=== design 1 ===
Design 1, placement by cell class:
Scale bar: 20 µm.
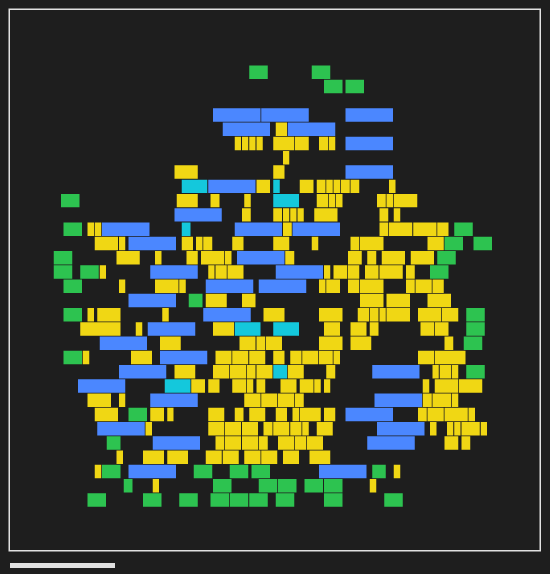

`config.mk`:
```
export PLATFORM = sky130hd
export DESIGN_NAME = hazard_scoreboard_flat
export DESIGN_NICKNAME = d
export VERILOG_FILES = /design/src/rtl/hazard_pkg.sv /design/src/rtl/hazard_scoreboard_if.sv /design/src/rtl/hazard_scoreboard_mdu_busy_ctr.sv /design/src/rtl/hazard_scoreboard.sv /design/src/flat_wrapper.sv
export SDC_FILE = /design/constraint.sdc
export NUM_CORES = 1
export LEC_CHECK = 0
export ABC_AREA = 0
export CORE_AREA = 8 8 93 95
export CTS_CLUSTER_DIAMETER = 150
export DETAILED_ROUTE_END_ITERATION = 16
export DIE_AREA = 0 0 101 103
export REMOVE_ABC_BUFFERS = 1
export SLEW_MARGIN = 15
export SYNTH_ARGS = -nofsm -noshare
export SYNTH_HDL_FRONTEND = slang
export SYNTH_HIERARCHICAL = 1
export SYNTH_SLANG_ARGS = --single-unit
```
`constraint.sdc`:
```
create_clock -name clk -period 5.5 [get_ports clk]
set_input_delay 1.1 -clock clk [delete_from_list [all_inputs] [get_ports clk]]
set_output_delay 1.1 -clock clk [all_outputs]
set_load 0.01 [all_outputs]
```
`src/rtl/hazard_pkg.sv`:
```
// Shared types and constants for the D-stage hazard scoreboard and its MDU busy counter.
// Stage indices count pipeline stages after D; tnew/tuse fields are carried at a fixed max width.
package hazard_pkg;

  localparam int STG_D = 0;
  localparam int STG_E = 1;
  localparam int STG_M = 2;
  localparam int STG_W = 3;

  localparam int TNEW_MAX_W = 8;
  localparam logic [TNEW_MAX_W-1:0] TUSE_NONE = '1;

  typedef struct packed {
    logic [4:0]            wa;
    logic [TNEW_MAX_W-1:0] tnew;
  } sb_entry_t;

  typedef enum logic {
    MDU_MULT = 1'b0,
    MDU_DIV  = 1'b1
  } mdu_kind_e;

  function automatic logic [TNEW_MAX_W-1:0] tnew_decay(input logic [TNEW_MAX_W-1:0] t);
    return (t == '0) ? '0 : t - TNEW_MAX_W'(1);
  endfunction

endpackage

```
`src/rtl/hazard_scoreboard_if.sv`:
```
// D-stage hazard query bundle: decoded operands in, stall/enable/forward controls out.
// Purely combinational path; no handshake, the pipeline obeys the enables every cycle.
interface hazard_scoreboard_if #(
  parameter int NUM_STAGES = 3,
  parameter int TNEW_W     = 3
);
  localparam int SEL_W = $clog2(NUM_STAGES + 1);

  logic [4:0]        d_rs;
  logic [4:0]        d_rt;
  logic [4:0]        d_wa;
  logic [TNEW_W-1:0] d_rs_tuse;
  logic [TNEW_W-1:0] d_rt_tuse;
  logic [TNEW_W-1:0] d_tnew;
  logic              d_md_start;
  logic              d_md_div;
  logic              d_md_use;
  logic              ext_stall;

  logic              stall;
  logic              ifu_en;
  logic              f2d_en;
  logic              d2e_en;
  logic              d2e_flush;
  logic              e2m_en;
  logic              m2w_en;
  logic [SEL_W-1:0]  fwd_rs_sel;
  logic [SEL_W-1:0]  fwd_rt_sel;
  logic              mdu_busy;

  modport master (
    output d_rs, d_rt, d_wa, d_rs_tuse, d_rt_tuse, d_tnew,
    output d_md_start, d_md_div, d_md_use, ext_stall,
    input  stall, ifu_en, f2d_en, d2e_en, d2e_flush, e2m_en, m2w_en,
    input  fwd_rs_sel, fwd_rt_sel, mdu_busy
  );

  modport slave (
    input  d_rs, d_rt, d_wa, d_rs_tuse, d_rt_tuse, d_tnew,
    input  d_md_start, d_md_div, d_md_use, ext_stall,
    output stall, ifu_en, f2d_en, d2e_en, d2e_flush, e2m_en, m2w_en,
    output fwd_rs_sel, fwd_rt_sel, mdu_busy
  );

endinterface

```
`src/rtl/hazard_scoreboard_mdu_busy_ctr.sv`:
```
// Multiply/divide busy window: loads the unit latency on issue, counts down to zero.
// Busy is registered state; keeps counting through pipeline freezes.
module mdu_busy_ctr
  import hazard_pkg::*;
#(
  parameter int MULT_LAT = 5,
  parameter int DIV_LAT  = 10
) (
  input  logic      clk,
  input  logic      rst,
  input  logic      load,
  input  mdu_kind_e kind,
  output logic      busy
);

  localparam int MAX_LAT = (MULT_LAT > DIV_LAT) ? MULT_LAT : DIV_LAT;
  localparam int CNT_W   = $clog2(MAX_LAT + 1);

  logic [CNT_W-1:0] cnt_q;
  logic [CNT_W-1:0] cnt_d;

  always_comb begin
    cnt_d = cnt_q;
    if (load) begin
      cnt_d = (kind == MDU_DIV) ? CNT_W'(DIV_LAT) : CNT_W'(MULT_LAT);
    end else if (cnt_q != '0) begin
      cnt_d = cnt_q - CNT_W'(1);
    end
  end

  always_ff @(posedge clk or posedge rst) begin
    if (rst) begin
      cnt_q <= '0;
    end else begin
      cnt_q <= cnt_d;
    end
  end

  assign busy = (cnt_q != '0);

endmodule

```
`src/rtl/hazard_scoreboard.sv`:
```
// Tnew/tuse hazard unit: per-stage {wa,tnew} scoreboard, forwarding select and stall/enable generation.
// Controls are combinational from state and D inputs; ext_stall freezes everything except the MDU count.
module hazard_scoreboard
  import hazard_pkg::*;
#(
  parameter int NUM_STAGES = 3,
  parameter int TNEW_W     = 3,
  parameter int MULT_LAT   = 5,
  parameter int DIV_LAT    = 10
) (
  input  logic                clk,
  input  logic                rst,
  hazard_scoreboard_if.slave  hz
);

  localparam int SEL_W = $clog2(NUM_STAGES + 1);

  sb_entry_t             sb_ent [1:NUM_STAGES];
  logic [NUM_STAGES:1]   rs_match;
  logic [NUM_STAGES:1]   rt_match;
  logic [NUM_STAGES:1]   rs_late;
  logic [NUM_STAGES:1]   rt_late;
  logic                  rs_used;
  logic                  rt_used;
  logic                  md_busy;
  logic                  md_stall;
  logic                  md_load;
  logic                  stall;
  logic [SEL_W-1:0]      rs_sel;
  logic [SEL_W-1:0]      rt_sel;

  assign rs_used = (hz.d_rs_tuse != TUSE_NONE[TNEW_W-1:0]);
  assign rt_used = (hz.d_rt_tuse != TUSE_NONE[TNEW_W-1:0]);

  for (genvar k = 1; k <= NUM_STAGES; k++) begin : g_sb
    sb_entry_t ent_in;
    sb_entry_t ent_d;
    sb_entry_t ent_q;

    // A stalled D instruction enters E as a bubble, so no producer is recorded.
    if (k == STG_E) begin : g_head
      always_comb begin
        ent_in = '0;
        if (!stall) begin
          ent_in.wa   = hz.d_wa;
          ent_in.tnew = TNEW_MAX_W'(hz.d_tnew);
        end
      end
    end else begin : g_tail
      always_comb begin
        ent_in.wa   = sb_ent[k-1].wa;
        ent_in.tnew = tnew_decay(sb_ent[k-1].tnew);
      end
    end

    always_comb begin
      ent_d = hz.ext_stall ? ent_q : ent_in;
    end

    always_ff @(posedge clk or posedge rst) begin
      if (rst) begin
        ent_q <= '0;
      end else begin
        ent_q <= ent_d;
      end
    end

    assign sb_ent[k]   = ent_q;
    assign rs_match[k] = (ent_q.wa != 5'd0) && (ent_q.wa == hz.d_rs);
    assign rt_match[k] = (ent_q.wa != 5'd0) && (ent_q.wa == hz.d_rt);
    assign rs_late[k]  = rs_match[k] && rs_used && (TNEW_MAX_W'(hz.d_rs_tuse) < ent_q.tnew);
    assign rt_late[k]  = rt_match[k] && rt_used && (TNEW_MAX_W'(hz.d_rt_tuse) < ent_q.tnew);
  end

  // Youngest producer wins, so scan from the oldest stage down to E.
  always_comb begin
    rs_sel = '0;
    rt_sel = '0;
    for (int k = NUM_STAGES; k >= 1; k--) begin
      if (rs_match[k]) rs_sel = SEL_W'(k);
      if (rt_match[k]) rt_sel = SEL_W'(k);
    end
  end

  assign md_stall = (hz.d_md_start || hz.d_md_use) && md_busy;
  assign stall    = (|rs_late) || (|rt_late) || md_stall;
  assign md_load  = hz.d_md_start && !stall && !hz.ext_stall;

  mdu_busy_ctr #(
    .MULT_LAT (MULT_LAT),
    .DIV_LAT  (DIV_LAT)
  ) u_mdu_busy_ctr (
    .clk  (clk),
    .rst  (rst),
    .load (md_load),
    .kind (mdu_kind_e'(hz.d_md_div)),
    .busy (md_busy)
  );

  assign hz.stall      = stall;
  assign hz.ifu_en     = !hz.ext_stall && !stall;
  assign hz.f2d_en     = !hz.ext_stall && !stall;
  assign hz.d2e_en     = !hz.ext_stall && !stall;
  assign hz.d2e_flush  = !hz.ext_stall && stall;
  assign hz.e2m_en     = !hz.ext_stall;
  assign hz.m2w_en     = !hz.ext_stall;
  assign hz.fwd_rs_sel = rs_sel;
  assign hz.fwd_rt_sel = rt_sel;
  assign hz.mdu_busy   = md_busy;

endmodule

```
`src/flat_wrapper.sv`:
```
// flat-port wrapper written by rule: the top's interface ports become plain ports
module hazard_scoreboard_flat import hazard_pkg::*;
#(
  parameter int NUM_STAGES = 3,
  parameter int TNEW_W     = 3,
  parameter int MULT_LAT   = 5,
  parameter int DIV_LAT    = 10
)
  (clk, rst, hz_d_rs, hz_d_rt, hz_d_wa, hz_d_rs_tuse, hz_d_rt_tuse, hz_d_tnew, hz_d_md_start, hz_d_md_div, hz_d_md_use, hz_ext_stall, hz_stall, hz_ifu_en, hz_f2d_en, hz_d2e_en, hz_d2e_flush, hz_e2m_en, hz_m2w_en, hz_fwd_rs_sel, hz_fwd_rt_sel, hz_mdu_busy);
  hazard_scoreboard_if #(.NUM_STAGES(NUM_STAGES), .TNEW_W(TNEW_W)) hz_i ();
  input  logic clk;
  input  logic rst;
  input wire logic [$bits(hz_i.d_rs)-1:0] hz_d_rs;
  input wire logic [$bits(hz_i.d_rt)-1:0] hz_d_rt;
  input wire logic [$bits(hz_i.d_wa)-1:0] hz_d_wa;
  input wire logic [$bits(hz_i.d_rs_tuse)-1:0] hz_d_rs_tuse;
  input wire logic [$bits(hz_i.d_rt_tuse)-1:0] hz_d_rt_tuse;
  input wire logic [$bits(hz_i.d_tnew)-1:0] hz_d_tnew;
  input wire logic [$bits(hz_i.d_md_start)-1:0] hz_d_md_start;
  input wire logic [$bits(hz_i.d_md_div)-1:0] hz_d_md_div;
  input wire logic [$bits(hz_i.d_md_use)-1:0] hz_d_md_use;
  input wire logic [$bits(hz_i.ext_stall)-1:0] hz_ext_stall;
  output wire logic [$bits(hz_i.stall)-1:0] hz_stall;
  output wire logic [$bits(hz_i.ifu_en)-1:0] hz_ifu_en;
  output wire logic [$bits(hz_i.f2d_en)-1:0] hz_f2d_en;
  output wire logic [$bits(hz_i.d2e_en)-1:0] hz_d2e_en;
  output wire logic [$bits(hz_i.d2e_flush)-1:0] hz_d2e_flush;
  output wire logic [$bits(hz_i.e2m_en)-1:0] hz_e2m_en;
  output wire logic [$bits(hz_i.m2w_en)-1:0] hz_m2w_en;
  output wire logic [$bits(hz_i.fwd_rs_sel)-1:0] hz_fwd_rs_sel;
  output wire logic [$bits(hz_i.fwd_rt_sel)-1:0] hz_fwd_rt_sel;
  output wire logic [$bits(hz_i.mdu_busy)-1:0] hz_mdu_busy;
  assign hz_i.d_rs = hz_d_rs;
  assign hz_i.d_rt = hz_d_rt;
  assign hz_i.d_wa = hz_d_wa;
  assign hz_i.d_rs_tuse = hz_d_rs_tuse;
  assign hz_i.d_rt_tuse = hz_d_rt_tuse;
  assign hz_i.d_tnew = hz_d_tnew;
  assign hz_i.d_md_start = hz_d_md_start;
  assign hz_i.d_md_div = hz_d_md_div;
  assign hz_i.d_md_use = hz_d_md_use;
  assign hz_i.ext_stall = hz_ext_stall;
  assign hz_stall = hz_i.stall;
  assign hz_ifu_en = hz_i.ifu_en;
  assign hz_f2d_en = hz_i.f2d_en;
  assign hz_d2e_en = hz_i.d2e_en;
  assign hz_d2e_flush = hz_i.d2e_flush;
  assign hz_e2m_en = hz_i.e2m_en;
  assign hz_m2w_en = hz_i.m2w_en;
  assign hz_fwd_rs_sel = hz_i.fwd_rs_sel;
  assign hz_fwd_rt_sel = hz_i.fwd_rt_sel;
  assign hz_mdu_busy = hz_i.mdu_busy;
  hazard_scoreboard #(.NUM_STAGES(NUM_STAGES), .TNEW_W(TNEW_W), .MULT_LAT(MULT_LAT), .DIV_LAT(DIV_LAT)) u_core (.clk(clk), .rst(rst), .hz(hz_i));
endmodule
```
=== design 2 ===
**config.mk**
```make
export PLATFORM = sky130hd
export DESIGN_NAME = reg_writeback_arbiter
export DESIGN_NICKNAME = d
export VERILOG_FILES = /design/src/rtl/rv32_wb_pkg.sv /design/src/rtl/wb_fifo.sv /design/src/rtl/reg_writeback_arbiter.sv
export SDC_FILE = /design/constraint.sdc
export NUM_CORES = 1
export LEC_CHECK = 0
export CORE_ASPECT_RATIO = 0.5
export CORE_MARGIN = 4
export CORE_UTILIZATION = 30
export CTS_BUF_LIST = sky130_fd_sc_hd__clkbuf_8 sky130_fd_sc_hd__clkbuf_16
export DETAILED_ROUTE_END_ITERATION = 10
export GPL_TIMING_DRIVEN = 0
export PLACE_DENSITY = 0.54
export SYNTH_ARGS = -nofsm -noshare
export SYNTH_HDL_FRONTEND = slang
export SYNTH_SLANG_ARGS = --single-unit
```
**constraint.sdc**
```tcl
create_clock -name CLOCK -period 8.2 [get_ports CLOCK]
set_input_delay 2.46 -clock CLOCK [delete_from_list [all_inputs] [get_ports CLOCK]]
set_output_delay 2.46 -clock CLOCK [all_outputs]
set_load 0.05 [all_outputs]
```
**src/rtl/rv32_wb_pkg.sv**
```systemverilog
// Shared types for the register-file writeback path: widths, queued MDU result entry, arbiter FSM states.
package rv32_wb_pkg;
  localparam int XLEN       = 32;
  localparam int REG_ADDR_W = 5;
  localparam int NUM_REGS   = 1 << REG_ADDR_W;

  typedef struct packed {
    logic                  valid;
    logic [REG_ADDR_W-1:0] rd;
    logic [XLEN-1:0]       data;
  } wb_entry_t;

  typedef enum logic {
    WB_NORMAL,
    WB_FORCE
  } wb_state_t;
endpackage

```
**src/rtl/wb_fifo.sv**
```systemverilog
// Circular buffer of MDU writeback entries; any entry whose rd matches squash_rd is invalidated in place.
module wb_fifo
  import rv32_wb_pkg::*;
#(
  parameter int DEPTH = 4
) (
  input  logic                  CLOCK,
  input  logic                  RESET,
  input  logic                  push,
  input  wb_entry_t             push_entry,
  input  logic                  pop,
  input  logic                  squash_en,
  input  logic [REG_ADDR_W-1:0] squash_rd,
  output wb_entry_t             head,
  output logic                  empty,
  output logic                  full,
  output logic [NUM_REGS-1:0]   valid_mask
);
  localparam int PTR_W = $clog2(DEPTH);

  wb_entry_t        slot_reg [DEPTH];
  logic [PTR_W-1:0] wr_ptr_reg;
  logic [PTR_W-1:0] rd_ptr_reg;
  logic [PTR_W:0]   count_reg;

  assign head  = slot_reg[rd_ptr_reg];
  assign empty = (count_reg == '0);
  assign full  = (count_reg == (PTR_W+1)'(DEPTH));

  always_ff @(posedge CLOCK or negedge RESET) begin
    if (!RESET) begin
      wr_ptr_reg <= '0;
      rd_ptr_reg <= '0;
      count_reg  <= '0;
      for (int s = 0; s < DEPTH; s++) slot_reg[s] <= '0;
    end else begin
      if (push) wr_ptr_reg <= wr_ptr_reg + 1'b1;
      if (pop)  rd_ptr_reg <= rd_ptr_reg + 1'b1;
      count_reg <= count_reg + (PTR_W+1)'(push) - (PTR_W+1)'(pop);
      // Popped slots drop their valid bit so the pending mask only reflects live entries.
      for (int s = 0; s < DEPTH; s++) begin
        if (push && wr_ptr_reg == PTR_W'(s))
          slot_reg[s] <= push_entry;
        else if ((pop && rd_ptr_reg == PTR_W'(s)) ||
                 (squash_en && slot_reg[s].rd == squash_rd))
          slot_reg[s].valid <= 1'b0;
      end
    end
  end

  genvar gi;
  generate
    for (gi = 0; gi < NUM_REGS; gi++) begin : g_mask
      always_comb begin
        valid_mask[gi] = 1'b0;
        for (int s = 0; s < DEPTH; s++)
          if (slot_reg[s].valid && slot_reg[s].rd == REG_ADDR_W'(gi))
            valid_mask[gi] = 1'b1;
      end
    end
  endgenerate
endmodule

```
**src/rtl/reg_writeback_arbiter.sv**
```systemverilog
// Merges ALU and queued MDU results onto the single register-file write port with bounded MDU starvation.
// Optional PENDING hazard mask port is built only when WB_PENDING_MASK_EN is defined.
module reg_writeback_arbiter
  import rv32_wb_pkg::*;
#(
  parameter int DEPTH        = 4,
  parameter int STARVE_LIMIT = 8
) (
  input  logic                  CLOCK,
  input  logic                  RESET,
  input  logic                  ALU_VALID,
  input  logic [REG_ADDR_W-1:0] ALU_RD,
  input  logic [XLEN-1:0]       ALU_DATA,
  input  logic                  MDU_VALID,
  output logic                  MDU_READY,
  input  logic [REG_ADDR_W-1:0] MDU_RD,
  input  logic [XLEN-1:0]       MDU_DATA,
  output logic                  ALU_STALL,
  output logic                  WRITE,
  output logic [REG_ADDR_W-1:0] INADDRESS,
  output logic [XLEN-1:0]       IN
`ifdef WB_PENDING_MASK_EN
  ,
  output logic [NUM_REGS-1:0]   PENDING
`endif
);
  localparam int CNT_W = $clog2(STARVE_LIMIT) + 1;

  wb_entry_t             head;
  wb_entry_t             push_entry;
  logic                  fifo_empty, fifo_full;
  logic [NUM_REGS-1:0]   valid_mask;
  logic                  alu_win, push, pop, drain_write, any_valid, force_go;
  wb_state_t             state_reg, state_next;
  logic [CNT_W-1:0]      starve_reg, starve_next;
  logic                  write_reg;
  logic [REG_ADDR_W-1:0] addr_reg;
  logic [XLEN-1:0]       data_reg;

  assign alu_win   = ALU_VALID && (ALU_RD != '0);
  assign MDU_READY = !fifo_full;
  assign push      = MDU_VALID && !fifo_full && (MDU_RD != '0);
  // An MDU result racing a younger ALU write to the same rd is stale on arrival.
  assign push_entry = '{valid: !(alu_win && MDU_RD == ALU_RD), rd: MDU_RD, data: MDU_DATA};
  // Squashed heads need no write port, so they drain even while the ALU owns it.
  assign pop         = !fifo_empty && (!alu_win || !head.valid);
  assign drain_write = pop && head.valid;
  assign any_valid   = |valid_mask;

  wb_fifo #(.DEPTH(DEPTH)) u_fifo (
    .CLOCK      (CLOCK),
    .RESET      (RESET),
    .push       (push),
    .push_entry (push_entry),
    .pop        (pop),
    .squash_en  (alu_win),
    .squash_rd  (ALU_RD),
    .head       (head),
    .empty      (fifo_empty),
    .full       (fifo_full),
    .valid_mask (valid_mask)
  );

  always_comb begin
    state_next  = state_reg;
    starve_next = starve_reg;
    force_go    = 1'b0;
    case (state_reg)
      WB_NORMAL: begin
        if (pop || fifo_empty) begin
          starve_next = '0;
        end else if (alu_win && any_valid) begin
          if (starve_reg == CNT_W'(STARVE_LIMIT - 1)) begin
            force_go    = 1'b1;
            starve_next = '0;
            state_next  = WB_FORCE;
          end else begin
            starve_next = starve_reg + 1'b1;
          end
        end
      end
      WB_FORCE: begin
        starve_next = '0;
        state_next  = WB_NORMAL;
      end
      default: begin
        starve_next = '0;
        state_next  = WB_NORMAL;
      end
    endcase
  end

  assign ALU_STALL = force_go;

  always_ff @(posedge CLOCK or negedge RESET) begin
    if (!RESET) begin
      state_reg  <= WB_NORMAL;
      starve_reg <= '0;
      write_reg  <= 1'b0;
      addr_reg   <= '0;
      data_reg   <= '0;
    end else begin
      state_reg  <= state_next;
      starve_reg <= starve_next;
      write_reg  <= alu_win || drain_write;
      if (alu_win) begin
        addr_reg <= ALU_RD;
        data_reg <= ALU_DATA;
      end else if (drain_write) begin
        addr_reg <= head.rd;
        data_reg <= head.data;
      end
    end
  end

  assign WRITE     = write_reg;
  assign INADDRESS = addr_reg;
  assign IN        = data_reg;

`ifdef WB_PENDING_MASK_EN
  assign PENDING = valid_mask;
`endif

  // The pipeline must honour the stall: no ALU writeback in the forced-drain cycle.
  a_force_no_alu: assert property (@(posedge CLOCK) disable iff (!RESET)
    (state_reg == WB_FORCE) |-> !ALU_VALID);
endmodule
```
Design 2, cell sizes after repair:
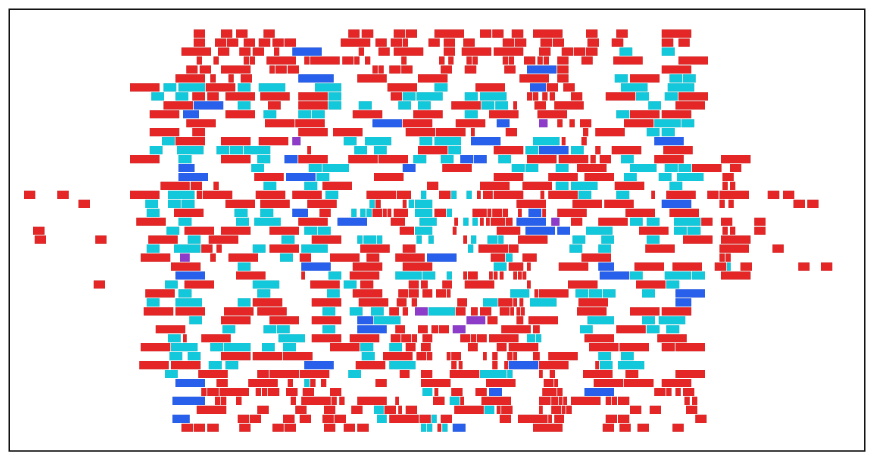
Key: cyan = x2 [cells 216]; purple = x3 and x4 [cells 7]; red = x1 and smaller [cells 548]; blue = x6 and larger [cells 42]

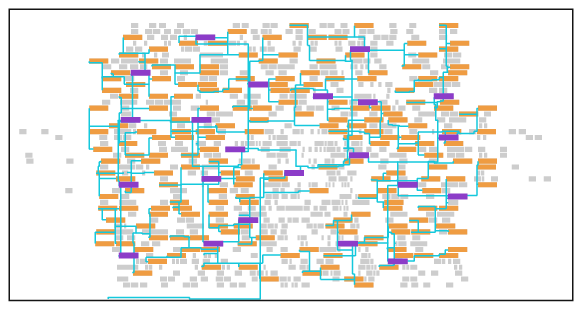
Design 2: clock network drawn from the DEF
Key: cyan = clock wires [length 2780 µm]; orange = flip-flops [count 202]; purple = clock-net drivers [count 22]
There are 23 routed clock nets.

==> reports/results.ini, design 2 <==
[grt]
number_of_global_route_vias_before_repair = 6439

[run]
openroad_warnings = 34

[yosys]
postSynth.asyncResetShare_pct = 100
ys_area_um2 = 9470
post-synth-top-area-cell = dfrtp_1
synth-main-ff-cell = dfrtp_1
ys_sh_simple_pct = 4.37
postSynthSeqShare_pct = 53.4

[worst_setup_path]
crit_type = primary input to output pin
timing.critical_path.to = ALU_STALL
crit_path_cell_trace = clkdlybuf4s50_1, o21ai_4, or3_1, nor4b_1, clkdlybuf4s50_1
worst-endpoint-required_ps = 5740

[power]
ir_worst_vdd_uv = 157

[layout]
multi_input_gate_share_of_total_cell_area_pct = 34.4
inverters_excl_clock = 11

[sta]
fin_setup_tns_ps = 0
timing.final.crit_share_pct = 91.1
final_hold_viol_count = 0

[drt]
routed_wirelength_mm = 23.3
wl_met2_mm = 11.5

[placement]
numPlacedInstances = 1196
gpl.final_weighted_congestion = 0.761

[clock_network]
clk_root_buffer_cell = clkbuf_16

[outcome]
status = completed

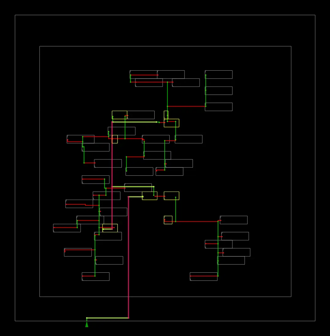
Design 1: clock routing
insertion delay of the later-clocked pin in the worst-skew pair: 280 ps
clock-net power: 0.180 mW
Final Skew: 7.65 ps

About 'placement by cell class' of design 1:
Key: cyan = clock drivers and dummy loads [cells 8]; green = remaining buffers and delay cells [cells 44]; blue = registers [cells 35]; yellow = remaining logic cells [cells 209]

==> reports/results.ini, design 1 <==
[run]
openroad_warnings = 28

[power]
switching_share_pct = 36.8
switchingPower_mw = 0.359

[sta]
fin_hold_ws_ps = 492

[yosys]
synth_largest_type_area_fraction_pct = 35.9
syn-cell-area_um2 = 2440
ys_area_um2 = 2440
postSynthSeqShare_pct = 35.9
top_cell = dfrtp_1
yosys.cell_types.count = 50
synth-main-ff-cell = dfrtp_1

[worst_setup_path]
critical_path.max_stage_delay_ps = 510
setup_crit_end_kind = output pin
timing.reg2reg.worst_path_depth = 8
critical_path.startpoint_type = primary input
worst-r2r-setup-slack_ps = 2880

[layout]
final.clkbuf_count = 6
final-comb-area_um2 = 1410
final_core_util_pct = 42.3
regMostFlops = u_core/g_sb.ent_q
finish.net_count = 342

[floorplanning]
fp.dieH_um = 103

[drt]
via_per_inst = 4.75
wl_met1_mm = 2.77
routed_wirelength_mm = 5.71

[outcome]
status = completed

[grt]
grt_use_met1_pct = 15.6
number_of_global_route_vias_before_repair = 1911

[placement]
preCtsSetupSlack_ps = 836

[clock_network]
hold_buffers = 0
cts_max_level = 2

[hold_path]
hold_start = u_core/g_sb[3].ent_q[5]$_DFFE_PP0N_


=== design 3 ===
File: src/rtl/load_store_unit.sv
// load_store_unit: MIPS-style lb/lh/lw/lbu/lhu/sb/sh/sw unit with a simple memory handshake and timeout
module load_store_unit #(
   parameter int N       = 32,
   parameter int ADDR_W  = 8,
   parameter int TIMEOUT = 16
) (
   input  logic              clk,
   input  logic              rst,
   input  logic              req_valid,
   output logic              req_ready,
   input  logic [31:0]       instruction,
   input  logic [N-1:0]      rs_data,
   input  logic [N-1:0]      rt_data,
   output logic              mem_req,
   output logic              mem_we,
   output logic [ADDR_W-1:0] mem_addr,
   output logic [N/8-1:0]    mem_be,
   output logic [N-1:0]      mem_wdata,
   input  logic              mem_ack,
   input  logic [N-1:0]      mem_rdata,
   output logic              resp_valid,
   output logic [N-1:0]      resp_data,
   output logic [4:0]        resp_rt,
   output logic [1:0]        resp_err
);
   localparam int BL = N / 8;
   localparam int LB = $clog2(BL);
   localparam logic [N-1:0] M32 = {N{1'b1}} >> (N - 32);

   typedef enum logic [1:0] {IDLE, ADDR, MEM, RESP} state_t;
   state_t state, state_nx;

   logic [5:0]    op;
   logic [4:0]    rt_idx;
   logic [15:0]   imm;
   logic [N-1:0]  rs_q, rt_q, ea, sh_rd, ld_val, wd, rdata_q;
   logic [7:0]    cnt;
   logic [1:0]    err_q, err_addr, sz;
   logic [LB-1:0] lane;
   logic [BL-1:0] be;
   logic          legal, store, mis, tmo;

   // opcode[1:0] encodes the access size (00 byte, 01 half, 11 word), opcode[3] marks stores
   assign ea       = rs_q + {{(N-16){imm[15]}}, imm};
   assign lane     = ea[LB-1:0];
   assign sz       = op[1:0];
   assign store    = op[3];
   assign legal    = op[5:4] == 2'b10 && op[1:0] != 2'b10 && !(op[2] && (op[3] || op[1]));
   assign mis      = (sz == 2'b01 && ea[0]) || (sz == 2'b11 && ea[1:0] != 2'b00);
   assign err_addr = !legal ? 2'b10 : mis ? 2'b01 : 2'b00;
   assign tmo      = cnt == 8'(TIMEOUT - 1);
   assign be       = (sz == 2'b00 ? BL'(1) : sz == 2'b01 ? BL'(3) : BL'(15)) << lane;
   assign wd       = sz == 2'b00 ? {BL{rt_q[7:0]}} : sz == 2'b01 ? {(N/16){rt_q[15:0]}} : {(N/32){rt_q[31:0]}};
   assign sh_rd    = mem_rdata >> {lane, 3'b000};
   assign ld_val   = sz == 2'b00 ? {{(N-8){sh_rd[7] & ~op[2]}}, sh_rd[7:0]} :
                     sz == 2'b01 ? {{(N-16){sh_rd[15] & ~op[2]}}, sh_rd[15:0]} :
                     sh_rd[31] ? (sh_rd | ~M32) : (sh_rd & M32);

   // state register
   always_ff @(posedge clk) begin
      if (rst) state <= IDLE;
      else     state <= state_nx;
   end

   // next-state logic: errors skip MEM, MEM leaves on ack or when the wait budget runs out
   always_comb begin
      state_nx = state;
      case (state)
         IDLE:    state_nx = req_valid ? ADDR : IDLE;
         ADDR:    state_nx = err_addr != 2'b00 ? RESP : MEM;
         MEM:     state_nx = (mem_ack || tmo) ? RESP : MEM;
         default: state_nx = IDLE;
      endcase
   end

   // request capture, wait counter and response capture
   always_ff @(posedge clk) begin
      if (rst) begin
         op      <= '0;
         rt_idx  <= '0;
         imm     <= '0;
         rs_q    <= '0;
         rt_q    <= '0;
         cnt     <= '0;
         err_q   <= '0;
         rdata_q <= '0;
      end else begin
         if (state == IDLE && req_valid) begin
            op     <= instruction[31:26];
            rt_idx <= instruction[20:16];
            imm    <= instruction[15:0];
            rs_q   <= rs_data;
            rt_q   <= rt_data;
         end
         if (state == ADDR) begin
            cnt     <= '0;
            err_q   <= err_addr;
            rdata_q <= '0;
         end
         if (state == MEM) begin
            cnt     <= cnt + 8'd1;
            err_q   <= mem_ack ? 2'b00 : 2'b11;
            rdata_q <= (mem_ack && !store) ? ld_val : '0;
         end
      end
   end

   // outputs are zero outside the state that owns them
   always_comb begin
      req_ready  = state == IDLE;
      mem_req    = state == MEM;
      mem_we     = mem_req && store;
      mem_addr   = mem_req ? ea[ADDR_W+LB-1:LB] : '0;
      mem_be     = mem_req ? be : '0;
      mem_wdata  = mem_req ? wd : '0;
      resp_valid = state == RESP;
      resp_data  = resp_valid ? rdata_q : '0;
      resp_rt    = resp_valid ? rt_idx : '0;
      resp_err   = resp_valid ? err_q : '0;
   end
endmodule

File: config.mk
export PLATFORM = sky130hd
export DESIGN_NAME = load_store_unit
export DESIGN_NICKNAME = d
export VERILOG_FILES = /design/src/rtl/load_store_unit.sv
export SDC_FILE = /design/constraint.sdc
export NUM_CORES = 1
export LEC_CHECK = 0
export ABC_AREA = 1
export CAP_MARGIN = 20
export CORE_ASPECT_RATIO = 1.2
export CORE_MARGIN = 2
export CORE_UTILIZATION = 45
export CTS_CLUSTER_DIAMETER = 80
export CTS_CLUSTER_SIZE = 20
export DETAILED_ROUTE_END_ITERATION = 8
export PLACE_DENSITY = 0.93
export SLEW_MARGIN = 20
export SYNTH_ARGS = -nofsm -noshare
export SYNTH_HDL_FRONTEND = slang
export SYNTH_SLANG_ARGS = --single-unit
export TNS_END_PERCENT = 100
File: constraint.sdc
create_clock -name clk -period 2.39 [get_ports clk]
set_input_delay 0.239 -clock clk [delete_from_list [all_inputs] [get_ports clk]]
set_output_delay 0.239 -clock clk [all_outputs]
set_load 0.02 [all_outputs]
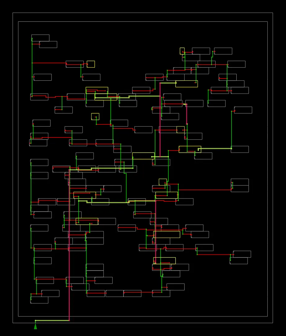
Design 3: clock routing
clock-net power: 1.52 mW
Final Skew: 8.35 ps
registers: 107

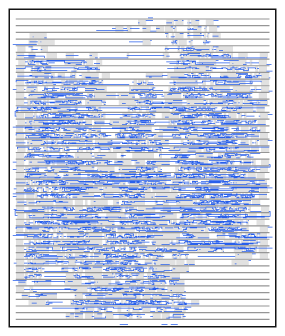
Design 3: M1 wires
Supply wires on this layer in grey. Cells faint in the background.
The longest straight run is 29.4 µm. The layer holds 39% of the routed length. The layer carries 7240 µm of wire.

==> reports/results.ini <==
[outcome]
status = completed

[worst_setup_path]
crit_path_max_delay_cell_type = fa_2
timing.critical_path.to = mem_be[2]
crit_type = register to output pin
timing.reg2reg.worst_path_depth = 10
worst_r2r_dst = rdata_q[22]$_SDFFE_PP0P_
crit_path_cell_trace = ha_2, fa_2, nor2_2, a221oi_2, buf_4

[layout]
inverters_excl_clock = 95
synthToLayoutAreaGrowth_pct = 39.8
stdcell_area_um2 = 8160
finish.net_count = 1235
fraction_of_final_layout_cells_with_drive_strength_greater_than_1_pct = 6.42
num-multi-input-gates = 662
multi_input_gate_share_of_total_cell_area_pct = 37.9
bufAreaShareNonClock_pct = 25.3

[clock_network]
clk_root_buffer_cell = clkbuf_16
clkSinkCount = 107
cts-root-to-sink-buffers = 2
tritoncts = built
cts_made_buffers = 9
cts_repair_resize_count = 47
cts_max_level = 3

[placement]
numPlacedInstances = 1238
place_area_um2 = 7840

[drt]
via_per_inst = 5.24
dr.pass1.iters = 7
wl_met1_mm = 7.24
wl_met2_mm = 8.92
antenna_left = 0
vias = 6580
routed.top_layer = met4
dr.first_iter.drc_count = 465

[grt]
globalRouteMet2Util_pct = 45.5
grt_first_pass_wirelength_mm = 28.8
grt_use_met1_pct = 29.3
busiest_layer = met2
grtUsageTotal_pct = 26.1
groute.layer.met3.usage_pct = 7.40
grt_overflow = 0

[yosys]
ys_top_cells_by_area = dfxtp_1, nand2_1, nor2_1, o21ai_0, a21oi_1
synthXorXnorAreaFrac_pct = 0.300
postSynth.asyncResetShare_pct = 0
edf_count = 0
synth_area_per_cell_um2 = 6.34
mux_share_pct = 0
share_of_synthesized_cell_area_in_full_adder_half_adder_and_majority_cells_pct = 3.56
ys_sh_simple_pct = 30.8
ys_area_um2 = 5840
ys_top_cells_by_count = nand2_1, nor2_1, dfxtp_1, o21ai_0, inv_1
syn-cell-area_um2 = 5840

[sta]
finalSetupViolCount = 0
relSlewSlack_pct = 71.0
fin_setup_tns_ps = 0
rsz_0062_raised_after_global_routing = false

[power]
pwr-share-comb_pct = 43.6
power.sequential.total_mw = 2.24
switchingPower_mw = 2.74
switching_share_pct = 41.1
largestPowerGroup = combinational cells
p_int_mw = 3.92
power_combinational_mw = 2.90

[hold_path]
hold_start = op[4]$_SDFFE_PP0P_

[floorplanning]
core_area_um2 = 12700
die_width_um = 108

[run]
drv.max_cap_violation_count = 0


Power and IR drop assume default switching activity.
